######## tuart_tx ########
**src/rtl/tuart_pkg.sv**
```systemverilog
// Shared types and default constants for the tuart transmitter.
package tuart_pkg;

  localparam int TUART_CYCLES_PER_BIT = 10;
  localparam int TUART_WORD_BITS      = 8;

  typedef enum logic [2:0] {
    IDLE   = 3'd0,
    START  = 3'd1,
    DATA   = 3'd2,
    PARITY = 3'd3,
    STOP   = 3'd4
  } tuart_tx_state_t;

endpackage

```
**src/rtl/tuart_bit_timer.sv**
```systemverilog
// Bit-period timer: counts 0..CYCLES_PER_BIT-1, pulses tc on the last count
// and wraps to 0. clr holds the count at 0.
module tuart_bit_timer
  import tuart_pkg::*;
#(
  parameter int CYCLES_PER_BIT = TUART_CYCLES_PER_BIT
) (
  input  logic clk_i,
  input  logic rst_in,
  input  logic clr,
  output logic tc
);

  localparam int CNT_W = $clog2(CYCLES_PER_BIT);

  logic [CNT_W-1:0] count_q;

  assign tc = (count_q == CNT_W'(CYCLES_PER_BIT - 1));

  // Modulo counter with synchronous clear.
  always_ff @(posedge clk_i or posedge rst_in) begin
    if (rst_in)         count_q <= '0;
    else if (clr || tc) count_q <= '0;
    else                count_q <= count_q + 1'b1;
  end

endmodule

```
**src/rtl/tuart_tx.sv**
```systemverilog
// UART transmitter: one byte per accepted request, framed as start bit,
// WORD_BITS data bits LSB first, optional even parity, stop bit.
// Build option: define TUART_TX_PARITY_EN to insert an even-parity bit (8E1).
//
// state  | meaning
// -------+--------------------------------------------------------------
// IDLE   | line high, ready; a request loads the shift register
// START  | line low for one bit period
// DATA   | line = shift register bit 0, shift right each bit period
// PARITY | line = XOR of the latched byte (only with TUART_TX_PARITY_EN)
// STOP   | line high for one bit period; a request at its end chains a
//        | new frame with no idle gap
module tuart_tx
  import tuart_pkg::*;
#(
  parameter int CYCLES_PER_BIT = TUART_CYCLES_PER_BIT,
  parameter int WORD_BITS      = TUART_WORD_BITS
) (
  input  logic                 clk_i,
  input  logic                 rst_in,
  input  logic [WORD_BITS-1:0] data_i,
  input  logic                 stb_i,
  output logic                 rdy_o,
  output logic                 tx_o
);

  localparam int IDX_W = $clog2(WORD_BITS + 1);

  tuart_tx_state_t      state_q, state_n;
  logic [WORD_BITS-1:0] shift_q, shift_n, shift_dn;
  logic [IDX_W-1:0]     idx_q, idx_n;
  logic                 tx_q, tx_n;
  logic                 bit_tc;
  logic                 timer_clr;
  logic                 accept;
`ifdef TUART_TX_PARITY_EN
  logic                 parity_q;
`endif

  assign shift_dn  = shift_q >> 1;
  assign timer_clr = (state_q == IDLE);
  assign rdy_o     = (state_q == IDLE);
  assign tx_o      = tx_q;

  tuart_bit_timer #(
    .CYCLES_PER_BIT(CYCLES_PER_BIT)
  ) u_bit_timer (
    .clk_i (clk_i),
    .rst_in(rst_in),
    .clr   (timer_clr),
    .tc    (bit_tc)
  );

  // State, datapath and registered line level.
  always_ff @(posedge clk_i or posedge rst_in) begin
    if (rst_in) begin
      state_q <= IDLE;
      shift_q <= '0;
      idx_q   <= '0;
      tx_q    <= 1'b1;
    end else begin
      state_q <= state_n;
      shift_q <= shift_n;
      idx_q   <= idx_n;
      tx_q    <= tx_n;
    end
  end

`ifdef TUART_TX_PARITY_EN
  // Parity of the byte is captured once, when the byte is accepted.
  always_ff @(posedge clk_i or posedge rst_in) begin
    if (rst_in)      parity_q <= 1'b0;
    else if (accept) parity_q <= ^data_i;
  end
`endif

  // Next-state logic; tx_n is the line level for the coming cycle so the
  // output comes straight from a flop.
  always_comb begin
    state_n = state_q;
    shift_n = shift_q;
    idx_n   = idx_q;
    tx_n    = tx_q;
    accept  = 1'b0;
    case (state_q)
      IDLE: begin
        tx_n = 1'b1;
        if (stb_i) accept = 1'b1;
      end
      START: begin
        if (bit_tc) begin
          state_n = DATA;
          tx_n    = shift_q[0];
        end
      end
      DATA: begin
        if (bit_tc) begin
          shift_n = shift_dn;
          idx_n   = idx_q + 1'b1;
          if (idx_q == IDX_W'(WORD_BITS - 1)) begin
`ifdef TUART_TX_PARITY_EN
            state_n = PARITY;
            tx_n    = parity_q;
`else
            state_n = STOP;
            tx_n    = 1'b1;
`endif
          end else begin
            tx_n = shift_dn[0];
          end
        end
      end
      PARITY: begin
        if (bit_tc) begin
          state_n = STOP;
          tx_n    = 1'b1;
        end
      end
      STOP: begin
        if (bit_tc) begin
          if (stb_i) begin
            accept = 1'b1;
          end else begin
            state_n = IDLE;
            tx_n    = 1'b1;
          end
        end
      end
      default: begin
        state_n = IDLE;
        tx_n    = 1'b1;
      end
    endcase
    if (accept) begin
      state_n = START;
      shift_n = data_i;
      idx_n   = '0;
      tx_n    = 1'b0;
    end
  end

endmodule

```
**config.mk**
```make
export PLATFORM = sky130hd
export DESIGN_NAME = tuart_tx
export DESIGN_NICKNAME = d
export VERILOG_FILES = /design/src/rtl/tuart_pkg.sv /design/src/rtl/tuart_bit_timer.sv /design/src/rtl/tuart_tx.sv
export SDC_FILE = /design/constraint.sdc
export NUM_CORES = 1
export LEC_CHECK = 0
export CORE_MARGIN = 8
export CORE_UTILIZATION = 45
export CTS_CLUSTER_SIZE = 30
export DETAILED_ROUTE_END_ITERATION = 8
export GPL_TIMING_DRIVEN = 0
export PLACE_DENSITY_LB_ADDON = 0.1
export SETUP_SLACK_MARGIN = 0.4
export SLEW_MARGIN = 20
export SYNTH_ARGS = -nofsm -noshare
export SYNTH_HDL_FRONTEND = slang
export SYNTH_HIERARCHICAL = 1
export SYNTH_SLANG_ARGS = --single-unit
```
**constraint.sdc**
```tcl
create_clock -name clk_i -period 4.1 [get_ports clk_i]
set_input_delay 0.82 -clock clk_i [delete_from_list [all_inputs] [get_ports clk_i]]
set_output_delay 0.82 -clock clk_i [all_outputs]
set_load 0.005 [all_outputs]
```
######## move_commit_ctrl ########
[src/rtl/chess_pkg.sv]
// Shared definitions for the move-commit controller: piece codes, FSM states,
// the starting position and piece ownership helpers.
package chess_pkg;

   localparam logic [3:0] P_EMPTY  = 4'd0;
   localparam logic [3:0] W_PAWN   = 4'd1;
   localparam logic [3:0] W_BISHOP = 4'd2;
   localparam logic [3:0] W_KNIGHT = 4'd3;
   localparam logic [3:0] W_ROOK   = 4'd4;
   localparam logic [3:0] W_QUEEN  = 4'd5;
   localparam logic [3:0] W_KING   = 4'd6;
   localparam logic [3:0] B_PAWN   = 4'd7;
   localparam logic [3:0] B_BISHOP = 4'd8;
   localparam logic [3:0] B_KNIGHT = 4'd9;
   localparam logic [3:0] B_ROOK   = 4'd10;
   localparam logic [3:0] B_QUEEN  = 4'd11;
   localparam logic [3:0] B_KING   = 4'd12;

   typedef enum logic [2:0] {
      ST_IDLE,
      ST_SELECT,
      ST_ARMED,
      ST_CLEAR_SRC,
      ST_WRITE_DST
   } state_t;

   // Back-rank layout for one side, indexed by column.
   function automatic logic [3:0] back_rank(input logic [2:0] col, input logic black);
      logic [3:0] p;
      case (col)
         3'd0, 3'd7: p = black ? B_ROOK   : W_ROOK;
         3'd1, 3'd6: p = black ? B_KNIGHT : W_KNIGHT;
         3'd2, 3'd5: p = black ? B_BISHOP : W_BISHOP;
         3'd3:       p = black ? B_QUEEN  : W_QUEEN;
         default:    p = black ? B_KING   : W_KING;
      endcase
      return p;
   endfunction

   function automatic logic [255:0] init_board();
      logic [255:0] b;
      b = '0;
      for (int c = 0; c < 8; c++) begin
         b[4*c      +: 4] = back_rank(3'(c), 1'b0);
         b[4*(8+c)  +: 4] = W_PAWN;
         b[4*(48+c) +: 4] = B_PAWN;
         b[4*(56+c) +: 4] = back_rank(3'(c), 1'b1);
      end
      return b;
   endfunction

   localparam logic [255:0] INIT_BOARD = init_board();

   function automatic logic is_side(input logic [3:0] piece, input logic side);
      if (side)
         return (piece >= B_PAWN) && (piece <= B_KING);
      else
         return (piece >= W_PAWN) && (piece <= W_KING);
   endfunction

   // Codes 13..15 are not pieces and read back as empty.
   function automatic logic [3:0] norm_piece(input logic [3:0] piece);
      return (piece > B_KING) ? P_EMPTY : piece;
   endfunction

endpackage

[src/rtl/board_regfile.sv]
// 64-square board store: one write port, whole board visible as a flat vector.
// Reset reloads the starting position and overrides any write in that cycle.
module board_regfile
   import chess_pkg::*;
(
   input  logic         clk,
   input  logic         rst,
   input  logic         we,
   input  logic [5:0]   waddr,
   input  logic [3:0]   wdata,
   output logic [255:0] board_flat
);

   logic [3:0] cells [64];

   always_ff @(posedge clk) begin
      if (rst) begin
         for (int i = 0; i < 64; i++)
            cells[i] <= INIT_BOARD[4*i +: 4];
      end else if (we) begin
         cells[waddr] <= wdata;
      end
   end

   for (genvar g = 0; g < 64; g++) begin : g_flat
      assign board_flat[4*g +: 4] = cells[g];
   end

endmodule

[src/rtl/move_commit_ctrl.sv]
// Click-driven move controller: select a piece, validate the target against
// the latched move mask, then commit the move as two single-square writes.
module move_commit_ctrl
   import chess_pkg::*;
(
   input  logic         clk,
   input  logic         rst,
   input  logic         click_valid,
   input  logic [5:0]   click_pos,
   output logic         click_ready,
   output logic [3:0]   sel_figure,
   output logic [5:0]   sel_pos,
   input  logic [63:0]  possible_moves,
   output logic [255:0] board_flat,
   output logic         turn,
   output logic         move_done,
   output logic         move_illegal,
   output logic [3:0]   captured_piece
);

   state_t      state, state_nxt;
   logic [63:0] mask;
   logic [5:0]  dest;
   logic        illegal_q;

   logic        we;
   logic [5:0]  waddr;
   logic [3:0]  wdata;

   logic [3:0]  click_piece;
   logic [3:0]  dest_piece;
   logic        click_own;
   logic        do_select;
   logic        do_deselect;
   logic        do_accept;
   logic        do_illegal;

   board_regfile u_board (
      .clk        (clk),
      .rst        (rst),
      .we         (we),
      .waddr      (waddr),
      .wdata      (wdata),
      .board_flat (board_flat)
   );

   assign click_piece = board_flat[{click_pos, 2'b00} +: 4];
   assign dest_piece  = board_flat[{dest, 2'b00} +: 4];
   assign click_own   = is_side(click_piece, turn);

   always_comb begin
      state_nxt   = state;
      we          = 1'b0;
      waddr       = sel_pos;
      wdata       = P_EMPTY;
      do_select   = 1'b0;
      do_deselect = 1'b0;
      do_accept   = 1'b0;
      do_illegal  = 1'b0;
      click_ready = 1'b0;
      move_done   = 1'b0;

      case (state)
         ST_IDLE: begin
            click_ready = 1'b1;
            if (click_valid && click_own) begin
               do_select = 1'b1;
               state_nxt = ST_SELECT;
            end
         end

         ST_SELECT: begin
            state_nxt = ST_ARMED;
         end

         // Priority: deselect, reselect own piece, legal target, else reject.
         ST_ARMED: begin
            click_ready = 1'b1;
            if (click_valid) begin
               if (click_pos == sel_pos) begin
                  do_deselect = 1'b1;
                  state_nxt   = ST_IDLE;
               end else if (click_own) begin
                  do_select = 1'b1;
                  state_nxt = ST_SELECT;
               end else if (mask[click_pos]) begin
                  do_accept = 1'b1;
                  state_nxt = ST_CLEAR_SRC;
               end else begin
                  do_illegal = 1'b1;
               end
            end
         end

         ST_CLEAR_SRC: begin
            we        = 1'b1;
            waddr     = sel_pos;
            wdata     = P_EMPTY;
            state_nxt = ST_WRITE_DST;
         end

         ST_WRITE_DST: begin
            we        = 1'b1;
            waddr     = dest;
            wdata     = sel_figure;
            move_done = 1'b1;
            state_nxt = ST_IDLE;
         end

         default: begin
            state_nxt = ST_IDLE;
         end
      endcase
   end

   assign move_illegal = illegal_q;

   always_ff @(posedge clk) begin
      if (rst) begin
         state          <= ST_IDLE;
         turn           <= 1'b0;
         illegal_q      <= 1'b0;
         captured_piece <= P_EMPTY;
         sel_figure     <= P_EMPTY;
         sel_pos        <= '0;
         mask           <= '0;
         dest           <= '0;
      end else begin
         state     <= state_nxt;
         illegal_q <= do_illegal;

         if (do_select) begin
            sel_pos    <= click_pos;
            sel_figure <= click_piece;
         end
         if (do_deselect) begin
            sel_pos    <= '0;
            sel_figure <= P_EMPTY;
            mask       <= '0;
         end
         // The generator has seen the new selection for a full cycle here.
         if (state == ST_SELECT)
            mask <= possible_moves;
         if (do_accept)
            dest <= click_pos;
         if (state == ST_CLEAR_SRC)
            captured_piece <= norm_piece(dest_piece);
         if (state == ST_WRITE_DST) begin
            turn       <= ~turn;
            sel_pos    <= '0;
            sel_figure <= P_EMPTY;
            mask       <= '0;
         end
      end
   end

endmodule

[config.mk]
export PLATFORM = sky130hd
export DESIGN_NAME = move_commit_ctrl
export DESIGN_NICKNAME = d
export VERILOG_FILES = /design/src/rtl/chess_pkg.sv /design/src/rtl/board_regfile.sv /design/src/rtl/move_commit_ctrl.sv
export SDC_FILE = /design/constraint.sdc
export NUM_CORES = 1
export LEC_CHECK = 0
export CORE_MARGIN = 4
export CORE_UTILIZATION = 40
export CTS_BUF_LIST = sky130_fd_sc_hd__clkbuf_16
export CTS_CLUSTER_SIZE = 20
export DETAILED_ROUTE_END_ITERATION = 10
export GPL_TIMING_DRIVEN = 0
export PLACE_DENSITY = 0.72
export SYNTH_ARGS = -nofsm -noshare
export SYNTH_HDL_FRONTEND = slang
export SYNTH_SLANG_ARGS = --single-unit
[constraint.sdc]
create_clock -name clk -period 3.54 [get_ports clk]
set_clock_uncertainty 0.15 [all_clocks]
set_input_delay 0.354 -clock clk [delete_from_list [all_inputs] [get_ports clk]]
set_output_delay 0.354 -clock clk [all_outputs]
set_load 0.02 [all_outputs]
######## mmio_arbiter ########
[config.mk]
export PLATFORM = sky130hd
export DESIGN_NAME = mmio_arbiter
export DESIGN_NICKNAME = d
export VERILOG_FILES = /design/src/rtl/mmio_pkg.sv /design/src/rtl/rr_picker.sv /design/src/rtl/mmio_arbiter.sv
export SDC_FILE = /design/constraint.sdc
export NUM_CORES = 1
export LEC_CHECK = 0
export ABC_AREA = 0
export ABC_CLOCK_PERIOD_IN_PS = 3700
export CAP_MARGIN = 20
export CORE_ASPECT_RATIO = 0.7
export CORE_MARGIN = 2
export CORE_UTILIZATION = 41
export CTS_CLUSTER_DIAMETER = 150
export DETAILED_ROUTE_END_ITERATION = 16
export GPL_ROUTABILITY_DRIVEN = 0
export PLACE_DENSITY_LB_ADDON = 0.2
export SYNTH_ARGS = -nofsm -noshare
export SYNTH_HDL_FRONTEND = slang
export SYNTH_HIERARCHICAL = 1
export SYNTH_SLANG_ARGS = --single-unit
[constraint.sdc]
create_clock -name i_clk -period 3.7 [get_ports i_clk]
set_clock_uncertainty 0.1 [all_clocks]
set_input_delay 0.555 -clock i_clk [delete_from_list [all_inputs] [get_ports i_clk]]
set_output_delay 0.555 -clock i_clk [all_outputs]
set_load 0.03 [all_outputs]
[src/rtl/mmio_pkg.sv]
// mmio_pkg: shared MMIO bus widths and arbiter state encoding
package mmio_pkg;
  localparam int MMIO_ADDR_W = 21;
  localparam int MMIO_DATA_W = 32;
  typedef enum logic [1:0] {IDLE, ISSUE, ACK} arb_state_t;
endpackage

[src/rtl/rr_picker.sv]
// rr_picker: combinational round-robin selector, search starts just after the last grant
module rr_picker #(
  parameter int N_REQ = 2,
  localparam int LW = $clog2(N_REQ)
) (
  input  logic [N_REQ-1:0] req,
  input  logic [LW-1:0]    last,
  output logic             valid,
  output logic [LW-1:0]    idx
);
  logic [N_REQ-1:0] w_hi;
  assign valid = |req;
  // lowest requester above last wins; otherwise wrap to the lowest requester overall
  always_comb begin
    w_hi = '0;
    idx = '0;
    for (int i = 0; i < N_REQ; i++) w_hi[i] = req[i] && (i > int'(last));
    for (int i = N_REQ - 1; i >= 0; i--) if (req[i]) idx = LW'(i);
    for (int i = N_REQ - 1; i >= 0; i--) if (w_hi[i]) idx = LW'(i);
  end
endmodule

[src/rtl/mmio_arbiter.sv]
// mmio_arbiter: round-robin sharing of the MMIO bus with a one-cycle strobe and one-cycle ack
module mmio_arbiter
  import mmio_pkg::*;
#(
  parameter int N_REQ  = 2,
  parameter int ADDR_W = MMIO_ADDR_W,
  parameter int DATA_W = MMIO_DATA_W
) (
  input  logic                          i_clk,
  input  logic                          i_reset_n,
  input  logic [N_REQ-1:0]              i_req,
  input  logic [N_REQ-1:0]              i_req_write,
  input  logic [N_REQ-1:0][ADDR_W-1:0]  i_req_addr,
  input  logic [N_REQ-1:0][DATA_W-1:0]  i_req_wdata,
  output logic [N_REQ-1:0]              o_req_ack,
  output logic [DATA_W-1:0]             o_req_rdata,
  output logic                          o_mmio_cs,
  output logic                          o_mmio_write,
  output logic                          o_mmio_read,
  output logic [ADDR_W-1:0]             o_mmio_addr,
  output logic [DATA_W-1:0]             o_mmio_write_data,
  input  logic [DATA_W-1:0]             i_mmio_read_data
);
  localparam int LW = $clog2(N_REQ);
  arb_state_t r_state, w_next;
  logic [LW-1:0] r_grant, r_last, w_idx;
  logic w_valid, w_issue, w_cs, w_write, w_read;
  logic [N_REQ-1:0] w_ack, r_ack;
  logic r_write, r_cs, r_wr, r_rd;
  logic [ADDR_W-1:0] r_addr;
  logic [DATA_W-1:0] r_wdata, r_rdata;
  rr_picker #(.N_REQ(N_REQ)) u_pick (
    .req(i_req), .last(r_last), .valid(w_valid), .idx(w_idx)
  );
  always_ff @(posedge i_clk or negedge i_reset_n) begin
    if (!i_reset_n) r_state <= IDLE;
    else r_state <= w_next;
  end
  always_comb begin
    w_next = r_state == IDLE ? (w_valid ? ISSUE : IDLE) : r_state == ISSUE ? ACK : IDLE;
  end
  // strobes and ack are computed one cycle early so every output comes straight from a flop
  always_comb begin
    w_issue = (r_state == IDLE) && w_valid;
    w_cs = w_issue;
    w_write = w_issue && i_req_write[w_idx];
    w_read = w_issue && !i_req_write[w_idx];
    w_ack = (r_state == ISSUE) ? N_REQ'(1) << r_grant : '0;
  end
  always_ff @(posedge i_clk or negedge i_reset_n) begin
    if (!i_reset_n) begin
      r_cs <= 1'b0;
      r_wr <= 1'b0;
      r_rd <= 1'b0;
      r_ack <= '0;
      r_grant <= '0;
      r_last <= LW'(N_REQ - 1);
      r_write <= 1'b0;
      r_addr <= '0;
      r_wdata <= '0;
      r_rdata <= '0;
    end else begin
      r_cs <= w_cs;
      r_wr <= w_write;
      r_rd <= w_read;
      r_ack <= w_ack;
      if (w_issue) begin
        r_grant <= w_idx;
        r_write <= i_req_write[w_idx];
        r_addr <= i_req_addr[w_idx];
        r_wdata <= i_req_wdata[w_idx];
      end
      if (r_state == ISSUE) begin
        r_last <= r_grant;
        r_rdata <= r_write ? '0 : i_mmio_read_data;
      end else r_rdata <= '0;
    end
  end
  assign o_req_ack = r_ack;
  assign o_req_rdata = r_rdata;
  assign o_mmio_cs = r_cs;
  assign o_mmio_write = r_wr;
  assign o_mmio_read = r_rd;
  assign o_mmio_addr = r_addr;
  assign o_mmio_write_data = r_wdata;
endmodule

######## stage_1 ########
File: config.mk
export PLATFORM = sky130hd
export DESIGN_NAME = stage_1
export DESIGN_NICKNAME = d
export VERILOG_FILES = /design/src/rtl/stage_1.sv
export SDC_FILE = /design/constraint.sdc
export NUM_CORES = 1
export LEC_CHECK = 0
export CAP_MARGIN = 0
export CORE_UTILIZATION = 57
export DETAILED_ROUTE_END_ITERATION = 12
export GPL_TIMING_DRIVEN = 0
export PLACE_DENSITY = 0.93
export SYNTH_ARGS = -nofsm -noshare
export SYNTH_HDL_FRONTEND = slang
export SYNTH_SLANG_ARGS = --single-unit
File: constraint.sdc
create_clock -name i_clk -period 5.4 [get_ports i_clk]
set_input_delay 0.81 -clock i_clk [delete_from_list [all_inputs] [get_ports i_clk]]
set_output_delay 0.81 -clock i_clk [all_outputs]
set_load 0.005 [all_outputs]
File: src/rtl/stage_1.sv
// Instruction fetch stage: keeps the fetch PC, runs one outstanding request at a time on the
// instruction-memory port and buffers {pc, inst} pairs in a small prefetch FIFO for decode.
module stage_1 #(
    parameter logic [31:0] RESET_PC   = 32'h0000_0000,
    parameter int unsigned FIFO_DEPTH = 2
) (
    input  logic        i_clk,
    input  logic        i_rst_n,
    output logic        o_mem_req,
    output logic [31:0] o_mem_addr,
    input  logic        i_mem_gnt,
    input  logic        i_mem_valid,
    input  logic [31:0] i_mem_rdata,
    input  logic        i_b_taken,
    input  logic [31:0] i_b_pc,
    input  logic        i_stall,
    output logic        o_valid,
    output logic [31:0] o_inst,
    output logic [31:0] o_pc
);

    localparam int unsigned PtrW = (FIFO_DEPTH > 1) ? $clog2(FIFO_DEPTH) : 1;
    localparam int unsigned CntW = PtrW + 1;
    localparam logic [31:0] Nop = 32'h0000_0013;
    localparam logic [CntW-1:0] FullCnt = CntW'(FIFO_DEPTH);

    typedef enum logic [1:0] {
        StIdle,
        StReq,
        StResp,
        StHold
    } state_e;

    state_e          state_q, state_d;
    logic [31:0]     f_pc_q, f_pc_d;
    logic [31:0]     r_pc_q, r_pc_d;
    logic            discard_q, discard_d;
    logic [31:0]     fifo_pc_q   [FIFO_DEPTH];
    logic [31:0]     fifo_inst_q [FIFO_DEPTH];
    logic [PtrW-1:0] rd_ptr_q, wr_ptr_q;
    logic [CntW-1:0] count_q, count_d;
    logic            push;
    logic            pop;
    logic [31:0]     b_target;

    assign b_target = i_b_pc & 32'hFFFF_FFFC;

    // A redirect wins over both FIFO ports; a response is kept only if it is not stale.
    assign o_valid = (count_q != '0);
    assign pop     = o_valid & ~i_stall & ~i_b_taken;
    assign push    = (state_q == StResp) & i_mem_valid & ~discard_q & ~i_b_taken;

    assign o_mem_req  = (state_q == StReq);
    assign o_mem_addr = f_pc_q;
    assign o_inst     = fifo_inst_q[rd_ptr_q];
    assign o_pc       = fifo_pc_q[rd_ptr_q];

    always_comb begin
        count_d = count_q;
        if (i_b_taken) begin
            count_d = '0;
        end else if (push && !pop) begin
            count_d = count_q + CntW'(1);
        end else if (pop && !push) begin
            count_d = count_q - CntW'(1);
        end
    end

    always_comb begin
        state_d   = state_q;
        f_pc_d    = f_pc_q;
        r_pc_d    = r_pc_q;
        discard_d = discard_q;
        unique case (state_q)
            StIdle: begin
                state_d = StReq;
            end
            StReq: begin
                if (i_mem_gnt) begin
                    state_d = StResp;
                    if (i_b_taken) begin
                        f_pc_d    = b_target;
                        discard_d = 1'b1;
                    end else begin
                        r_pc_d = f_pc_q;
                        f_pc_d = f_pc_q + 32'd4;
                    end
                end else if (i_b_taken) begin
                    f_pc_d = b_target;
                end
            end
            StResp: begin
                if (i_mem_valid) begin
                    discard_d = 1'b0;
                    if (i_b_taken) begin
                        f_pc_d = b_target;
                    end
                    // Only request again when the next response is guaranteed a free slot.
                    if (push && (count_d == FullCnt)) begin
                        state_d = StHold;
                    end else begin
                        state_d = StReq;
                    end
                end else if (i_b_taken) begin
                    discard_d = 1'b1;
                    f_pc_d    = b_target;
                end
            end
            StHold: begin
                if (i_b_taken) begin
                    f_pc_d  = b_target;
                    state_d = StReq;
                end else if (pop) begin
                    state_d = StReq;
                end
            end
            default: begin
                state_d = StIdle;
            end
        endcase
    end

    always_ff @(posedge i_clk or negedge i_rst_n) begin
        if (!i_rst_n) begin
            state_q   <= StIdle;
            f_pc_q    <= RESET_PC;
            r_pc_q    <= '0;
            discard_q <= 1'b0;
            count_q   <= '0;
        end else begin
            state_q   <= state_d;
            f_pc_q    <= f_pc_d;
            r_pc_q    <= r_pc_d;
            discard_q <= discard_d;
            count_q   <= count_d;
        end
    end

    always_ff @(posedge i_clk or negedge i_rst_n) begin
        if (!i_rst_n) begin
            rd_ptr_q <= '0;
            wr_ptr_q <= '0;
            for (int i = 0; i < FIFO_DEPTH; i++) begin
                fifo_pc_q[i]   <= '0;
                fifo_inst_q[i] <= Nop;
            end
        end else if (i_b_taken) begin
            rd_ptr_q <= '0;
            wr_ptr_q <= '0;
        end else begin
            if (push) begin
                fifo_pc_q[wr_ptr_q]   <= r_pc_q;
                fifo_inst_q[wr_ptr_q] <= i_mem_rdata;
                wr_ptr_q              <= wr_ptr_q + PtrW'(1);
            end
            if (pop) begin
                rd_ptr_q <= rd_ptr_q + PtrW'(1);
            end
        end
    end

endmodule

==> stage_1/layers.png <==
Two of the layers only.
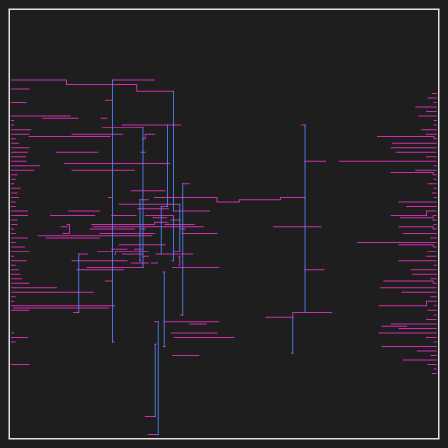
Magenta marks M3, wire length 1,490 um. Blue marks M4, wire length 444 um.

==> notes.md, stage_1 <==
• **run status** complete, no violations
• **tap cell count** 211
• **placement-stage cell area** 11,110 um2
• **met2 layer wire length in the routed design** 10,510 um
• **post-synthesis cell type with the largest combined area** dfrtp_1
• **TritonRoute pass-1 iters** 5
• **relative slew slack** 40.00%
• **relative contribution of sequential cells to total power** 40.9%
• **area added between synthesis and finish** 27.87%
• **number of inserted diodes** 0
• **DRC violations left** 0
• **largest vdd supply drop** 0.0002968 V
• **global-route wire length before repair** 34,740 um
• **Vert. Die Dim** 128.8 um
• **comb area leader** multiplexers
• **Gates resized, CTS repair** 0
• **share of the synthesized area in the top cell type** 52.67%
• **sw power** 1.844 mW
• **share of synthesized area spent on multiplexers** 28.71%
• **hold buffers post-CTS** 0
• **dominant register cell** dfrtp_1
• **Comb power frac** 35.7%
• **distinct cell type count of the synthesized netlist** 56
• **Net Sw Frac** 32.50%
• **NumNets Final** 963
• **met3 Use GR** 6.112%
• **number of buffers added on ports** 164
• **and-or/or-and share of the synthesized area** 6.073%
• **post-route ant nets** 0
• **group with the largest share of power** registers
• **Clock Skew** 7.844 ps
• **detail-routed via count per cell** 5.828
• **count of placed standard cells in the final layout, fillers left out** 1,110
• **global-route congestion overflow total** 0
• **tightest hold margin** 483.9 ps
• **endpoint of the worst-slack reg-to-reg timing path** fifo_pc_q[28]$_DFFE_PN0P_
• **endpoint type of the worst setup path** primary output
• **most frequent cells in the layout** mux2_2 (215), dfrtp_1 (193), clkdlybuf4s50_1 (163)
• **total number of vias** 6,469
• **Reg clk slew, reported paths** 70 ps
• **final design area excluding fillers** 11,720 um2
[stage_1: flip-flops by register name, indices dropped and copies added, names as in the netlist]
| name | count |
|---|---|
| o_mem_addr | 32 |
| fifo_inst_q | 64 |
| discard_q | 1 |
| rd_ptr_q | 1 |
| fifo_pc_q | 64 |
| r_pc_q | 32 |
| count_q | 2 |
| state_q | 2 |
| wr_ptr_q | 1 |
[stage_1: worst max-delay path: stages, from the launching register on]
cell,delay [ps]
dfrtp_1,340
clkbuf_1,550
clkbuf_1,530
mux2_2,400
clkdlybuf4s50_1,490
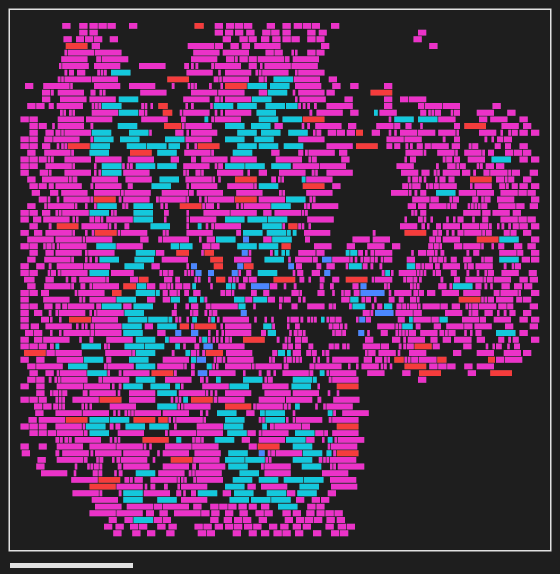
(move_commit_ctrl/sizing.png)
Scale bar: 50 um.
Magenta marks x1 and smaller, cells 1,563. Red marks x6 and larger, cells 67. Cyan marks x2, cells 215. Blue marks x3 and x4, cells 23.

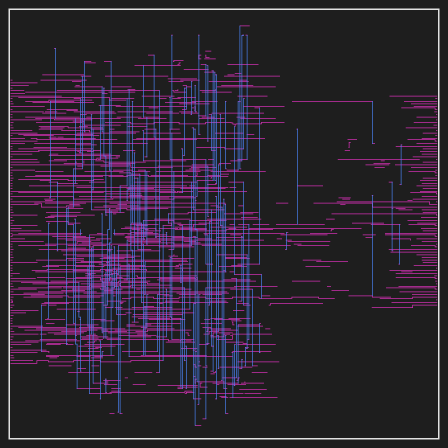
(move_commit_ctrl/layers.png)
Two of the layers only.
Magenta marks M3, wire length 10,700 um. Blue marks M4, wire length 6,050 um.
total wire length: 75,460 um
post-detailed-route wirelength per cell: 30.65 um
global router's overall resource usage: 30.43%
total number of vias: 15,620

==> notes.md, move_commit_ctrl <==
• **run status** finished with violations
• **violations in the final reports** negative setup slack
• **Avg Inst Size Synth** 12.40 um2
• **layout inverter count without the clock tree** 7
• **crit path time final** 3600 ps
• **number of setup violations in the final report** 3
• **number of multi-input logic gates** 982
• **endpoint type of the worst setup path** flip-flop
• **final worst slack** -59.85 ps
• **tally of clock buffers in the finished layout** 41
• **type of the worst setup path** input port to flip-flop
• **share of synthesized area occupied by flip-flops and latches** 52.67%
• **number of buffers added on ports** 343
• **number of global-route vias before repair** 15,230
• **Non-clock buffering overhead** 17.54%
• **Worst Setup SP** click_pos[3]
• **combinational share of cell area** 33.84%
move_commit_ctrl: cell families (layout without fill, tap and decap cells):
logic type | count (synthesis) | after routing | share of synthesized area (%)
DFF | 345 | 345 | 52.67
buffers and inverters | 124 | 541 | 3.396
other | 0 | 2 | 0
AOI/OAI and AO/OA | 138 | 139 | 6.208
xor gates and xnor gates | 7 | 7 | 0.3410
and+or+nand+nor | 635 | 635 | 15.42
muxes | 201 | 201 | 21.96
move_commit_ctrl: power by group:
part / switching (mW) / internal [mW]
Clock: 1.69 / 2.32
Sequential: 0.146 / 4.46
Combinational: 0.728 / 0.558
Total: 2.57 / 7.34
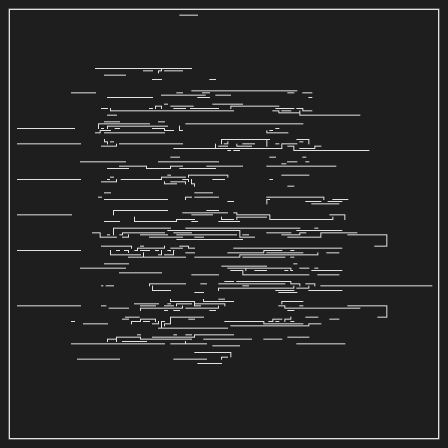
(tuart_tx/m1.png)
124 nets have wire on it. The wires run mostly horizontal. The layer holds 54% of the routed length. The layer carries 1,130 um of wire. The longest straight run is 18.9 um.
total number of vias: 808
total wire length: 2098 um

==> notes.md, tuart_tx <==
• **final worst-path cycle share** 64.10%
• **area share of fa/ha/maj cells after synthesis** 3.394%
• **internal power summed over all cells** 0.4802 mW
• **fraction of the core area covered by cells at the end of the flow** 53.95%
• **Inserted Clock Buffers** 3
• **final worst slack** 1472 ps
• **kind of cell adding the most delay to the critical path** buffers and inverters
• **endpoint of the worst-slack reg-to-reg timing path** shift_q[4]$_DFFE_PP0P_
• **post-detailed-route wirelength per cell** 14.18 um
• **synthesized netlist cell count** 102
• **largest registers** shift_q x8, idx_q x4, u_bit_timer/count_q x4
• **cells taking the most area after synthesis** dfrtp_1 (43%), a221o_1 (5.4%), buf_6 (4.1%)
• **clock tree root buffer cell** clkbuf_4
• **CP peak stage delay** 580 ps
• **FF-to-FF setup slack** 1960 ps
• **Core Box Area** 2410 um2
• **yosys stat chip area** 1106 um2
• **maxcap violations** 0
• **Clk pwr share** 16.4%
• **post-synthesis cell count from yosys** 102
• **hold path cells** 2
• **launch point of the worst reg-to-reg path** u_bit_timer/count_q[1]$_DFF_PP0_
• **post-synthesis cell type with the largest combined area** dfrtp_1
• **run status** complete, no violations
• **Critical Path Sink** rdy_o
• **FILL cells** 213
• **Setup Slack @ Placement** 1793 ps
• **post-synth tally of flip-flops with integrated enable** 0
• **XORs/XNORs by Area** 1.584%
• **async set-or-reset flop fraction in the synthesized netlist** 100.0%
• **required time at the worst-slack endpoint** 3280 ps
• **Net Sw Frac** 33.21%
• **Num Clock Sinks** 20
• **Final Max Tran Viols** 0
• **iteration-0 DRC count of the detailed router** 19
• **count of buffer and inverter cells on the critical path** 2
• **Power Sequential** 0.324 mW
• **share of synthesized area occupied by flip-flops and latches** 45.36%
-- tuart_tx: cell type report --
cell class | instances | area, um2 | share of cell area [%]
inverter | 6 | 22.52 | 1.732
clock buffer | 4 | 36.28 | 2.791
buffer | 5 | 52.55 | 4.042
tap | 30 | 37.54 | 2.887
timing repair buffer | 12 | 120.1 | 9.240
multi-input combinational | 71 | 529.3 | 40.71
sequential | 20 | 501.7 | 38.59
-- tuart_tx: metal layers --
layer,vias to the layer above,track usage [%],wire length [um]
li1,397,-,-
met1,394,14.44,1127
met2,15,15.62,894
met3,2,2.891,66
met4,0,4.087,10
met5,-,0,0
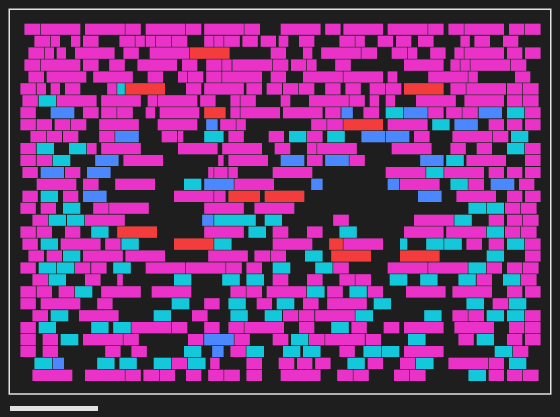
(mmio_arbiter/sizing.png)
Scale bar: 20 um.
Cyan marks x2, cells 95. Magenta marks x1 and smaller, cells 369. Blue marks x3 and x4, cells 25. Red marks x6 and larger, cells 12.
area added between synthesis and finish: 66.08%
final design area excluding fillers: 6758 um2

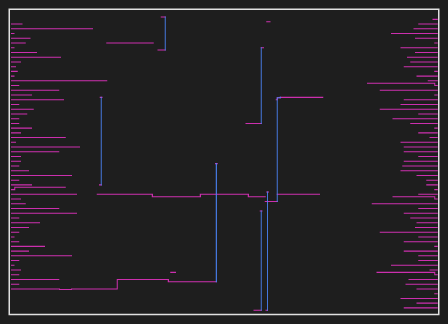
(mmio_arbiter/layers.png)
Two of the layers only.
Magenta marks M3, wire length 1,030 um. Blue marks M4, wire length 184 um.

==> notes.md, mmio_arbiter <==
• **run status** complete, no violations
• **Clk pwr share** 16.4%
• **post-synth tally of flip-flops with integrated enable** 0
• **number of sequential cells in the layout** 94
• **initial antenna violation count** 0
• **layout inverter count without the clock tree** 2
• **global-route wire length before repair** 15,210 um
• **P_leak** 2.861 nW
• **share of synthesized area spent on multiplexers** 31.58%
• **top cells by instance count after synthesis** dfrtp_1 (93), mux2_2 (91), and2_1 (33)
• **required time at the worst-slack endpoint** 3820 ps
• **synthesized cell area** 4069 um2
• **hold buffers post-CTS** 0
• **total number of vias** 2,898
• **FF-to-FF setup slack** 1690 ps
• **post-detailed-route wirelength per cell** 15.95 um
• **relative slew slack** 53.44%
• **async set-or-reset flop fraction in the synthesized netlist** 100.0%
• **die width** 123.1 um
• **most instantiated logic cell after routing** clkdlybuf4s50_1
• **Hold Crit Class** input port to asynchronous set/reset pin
==> mmio_arbiter: per-layer routing <==
metal  wire (um)  up-vias  track usage (%)
li1            -     1367                -
met1        3952     1373            22.25
met2        4864      143            31.39
met3        1030       15            7.592
met4         183        0            6.612
met5           0        -                0
==> mmio_arbiter: critical path, stage by stage <==
cell,delay [ps]
clkdlybuf4s50_1,480
a21boi_4,160
buf_4,580
mux2_2,420
mux2_2,260
==> mmio_arbiter: state kept, by name, summed over array words and instances (netlist names), 2 cells and up <==
signal,count
o_req_rdata,32
o_mmio_addr,21
o_req_ack,2
r_state,2
o_mmio_write_data,32


==> screenshots <==
Clock nets.
Plate I
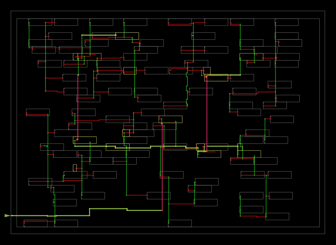
Plate II
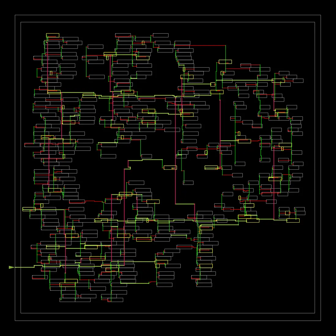
Plate III
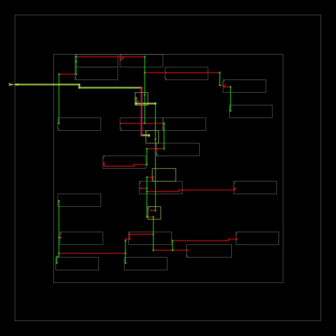
Plate IV
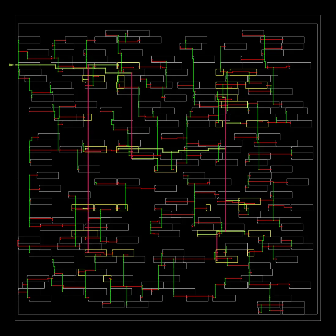
- fewest clock buffers: Plate III
- most sequential cells: Plate II
- Plate IV = stage_1
- Plate III = tuart_tx
- Plate II = move_commit_ctrl
- Plate I = mmio_arbiter

No activity file was given, so power comes from the tool's default toggle rates.
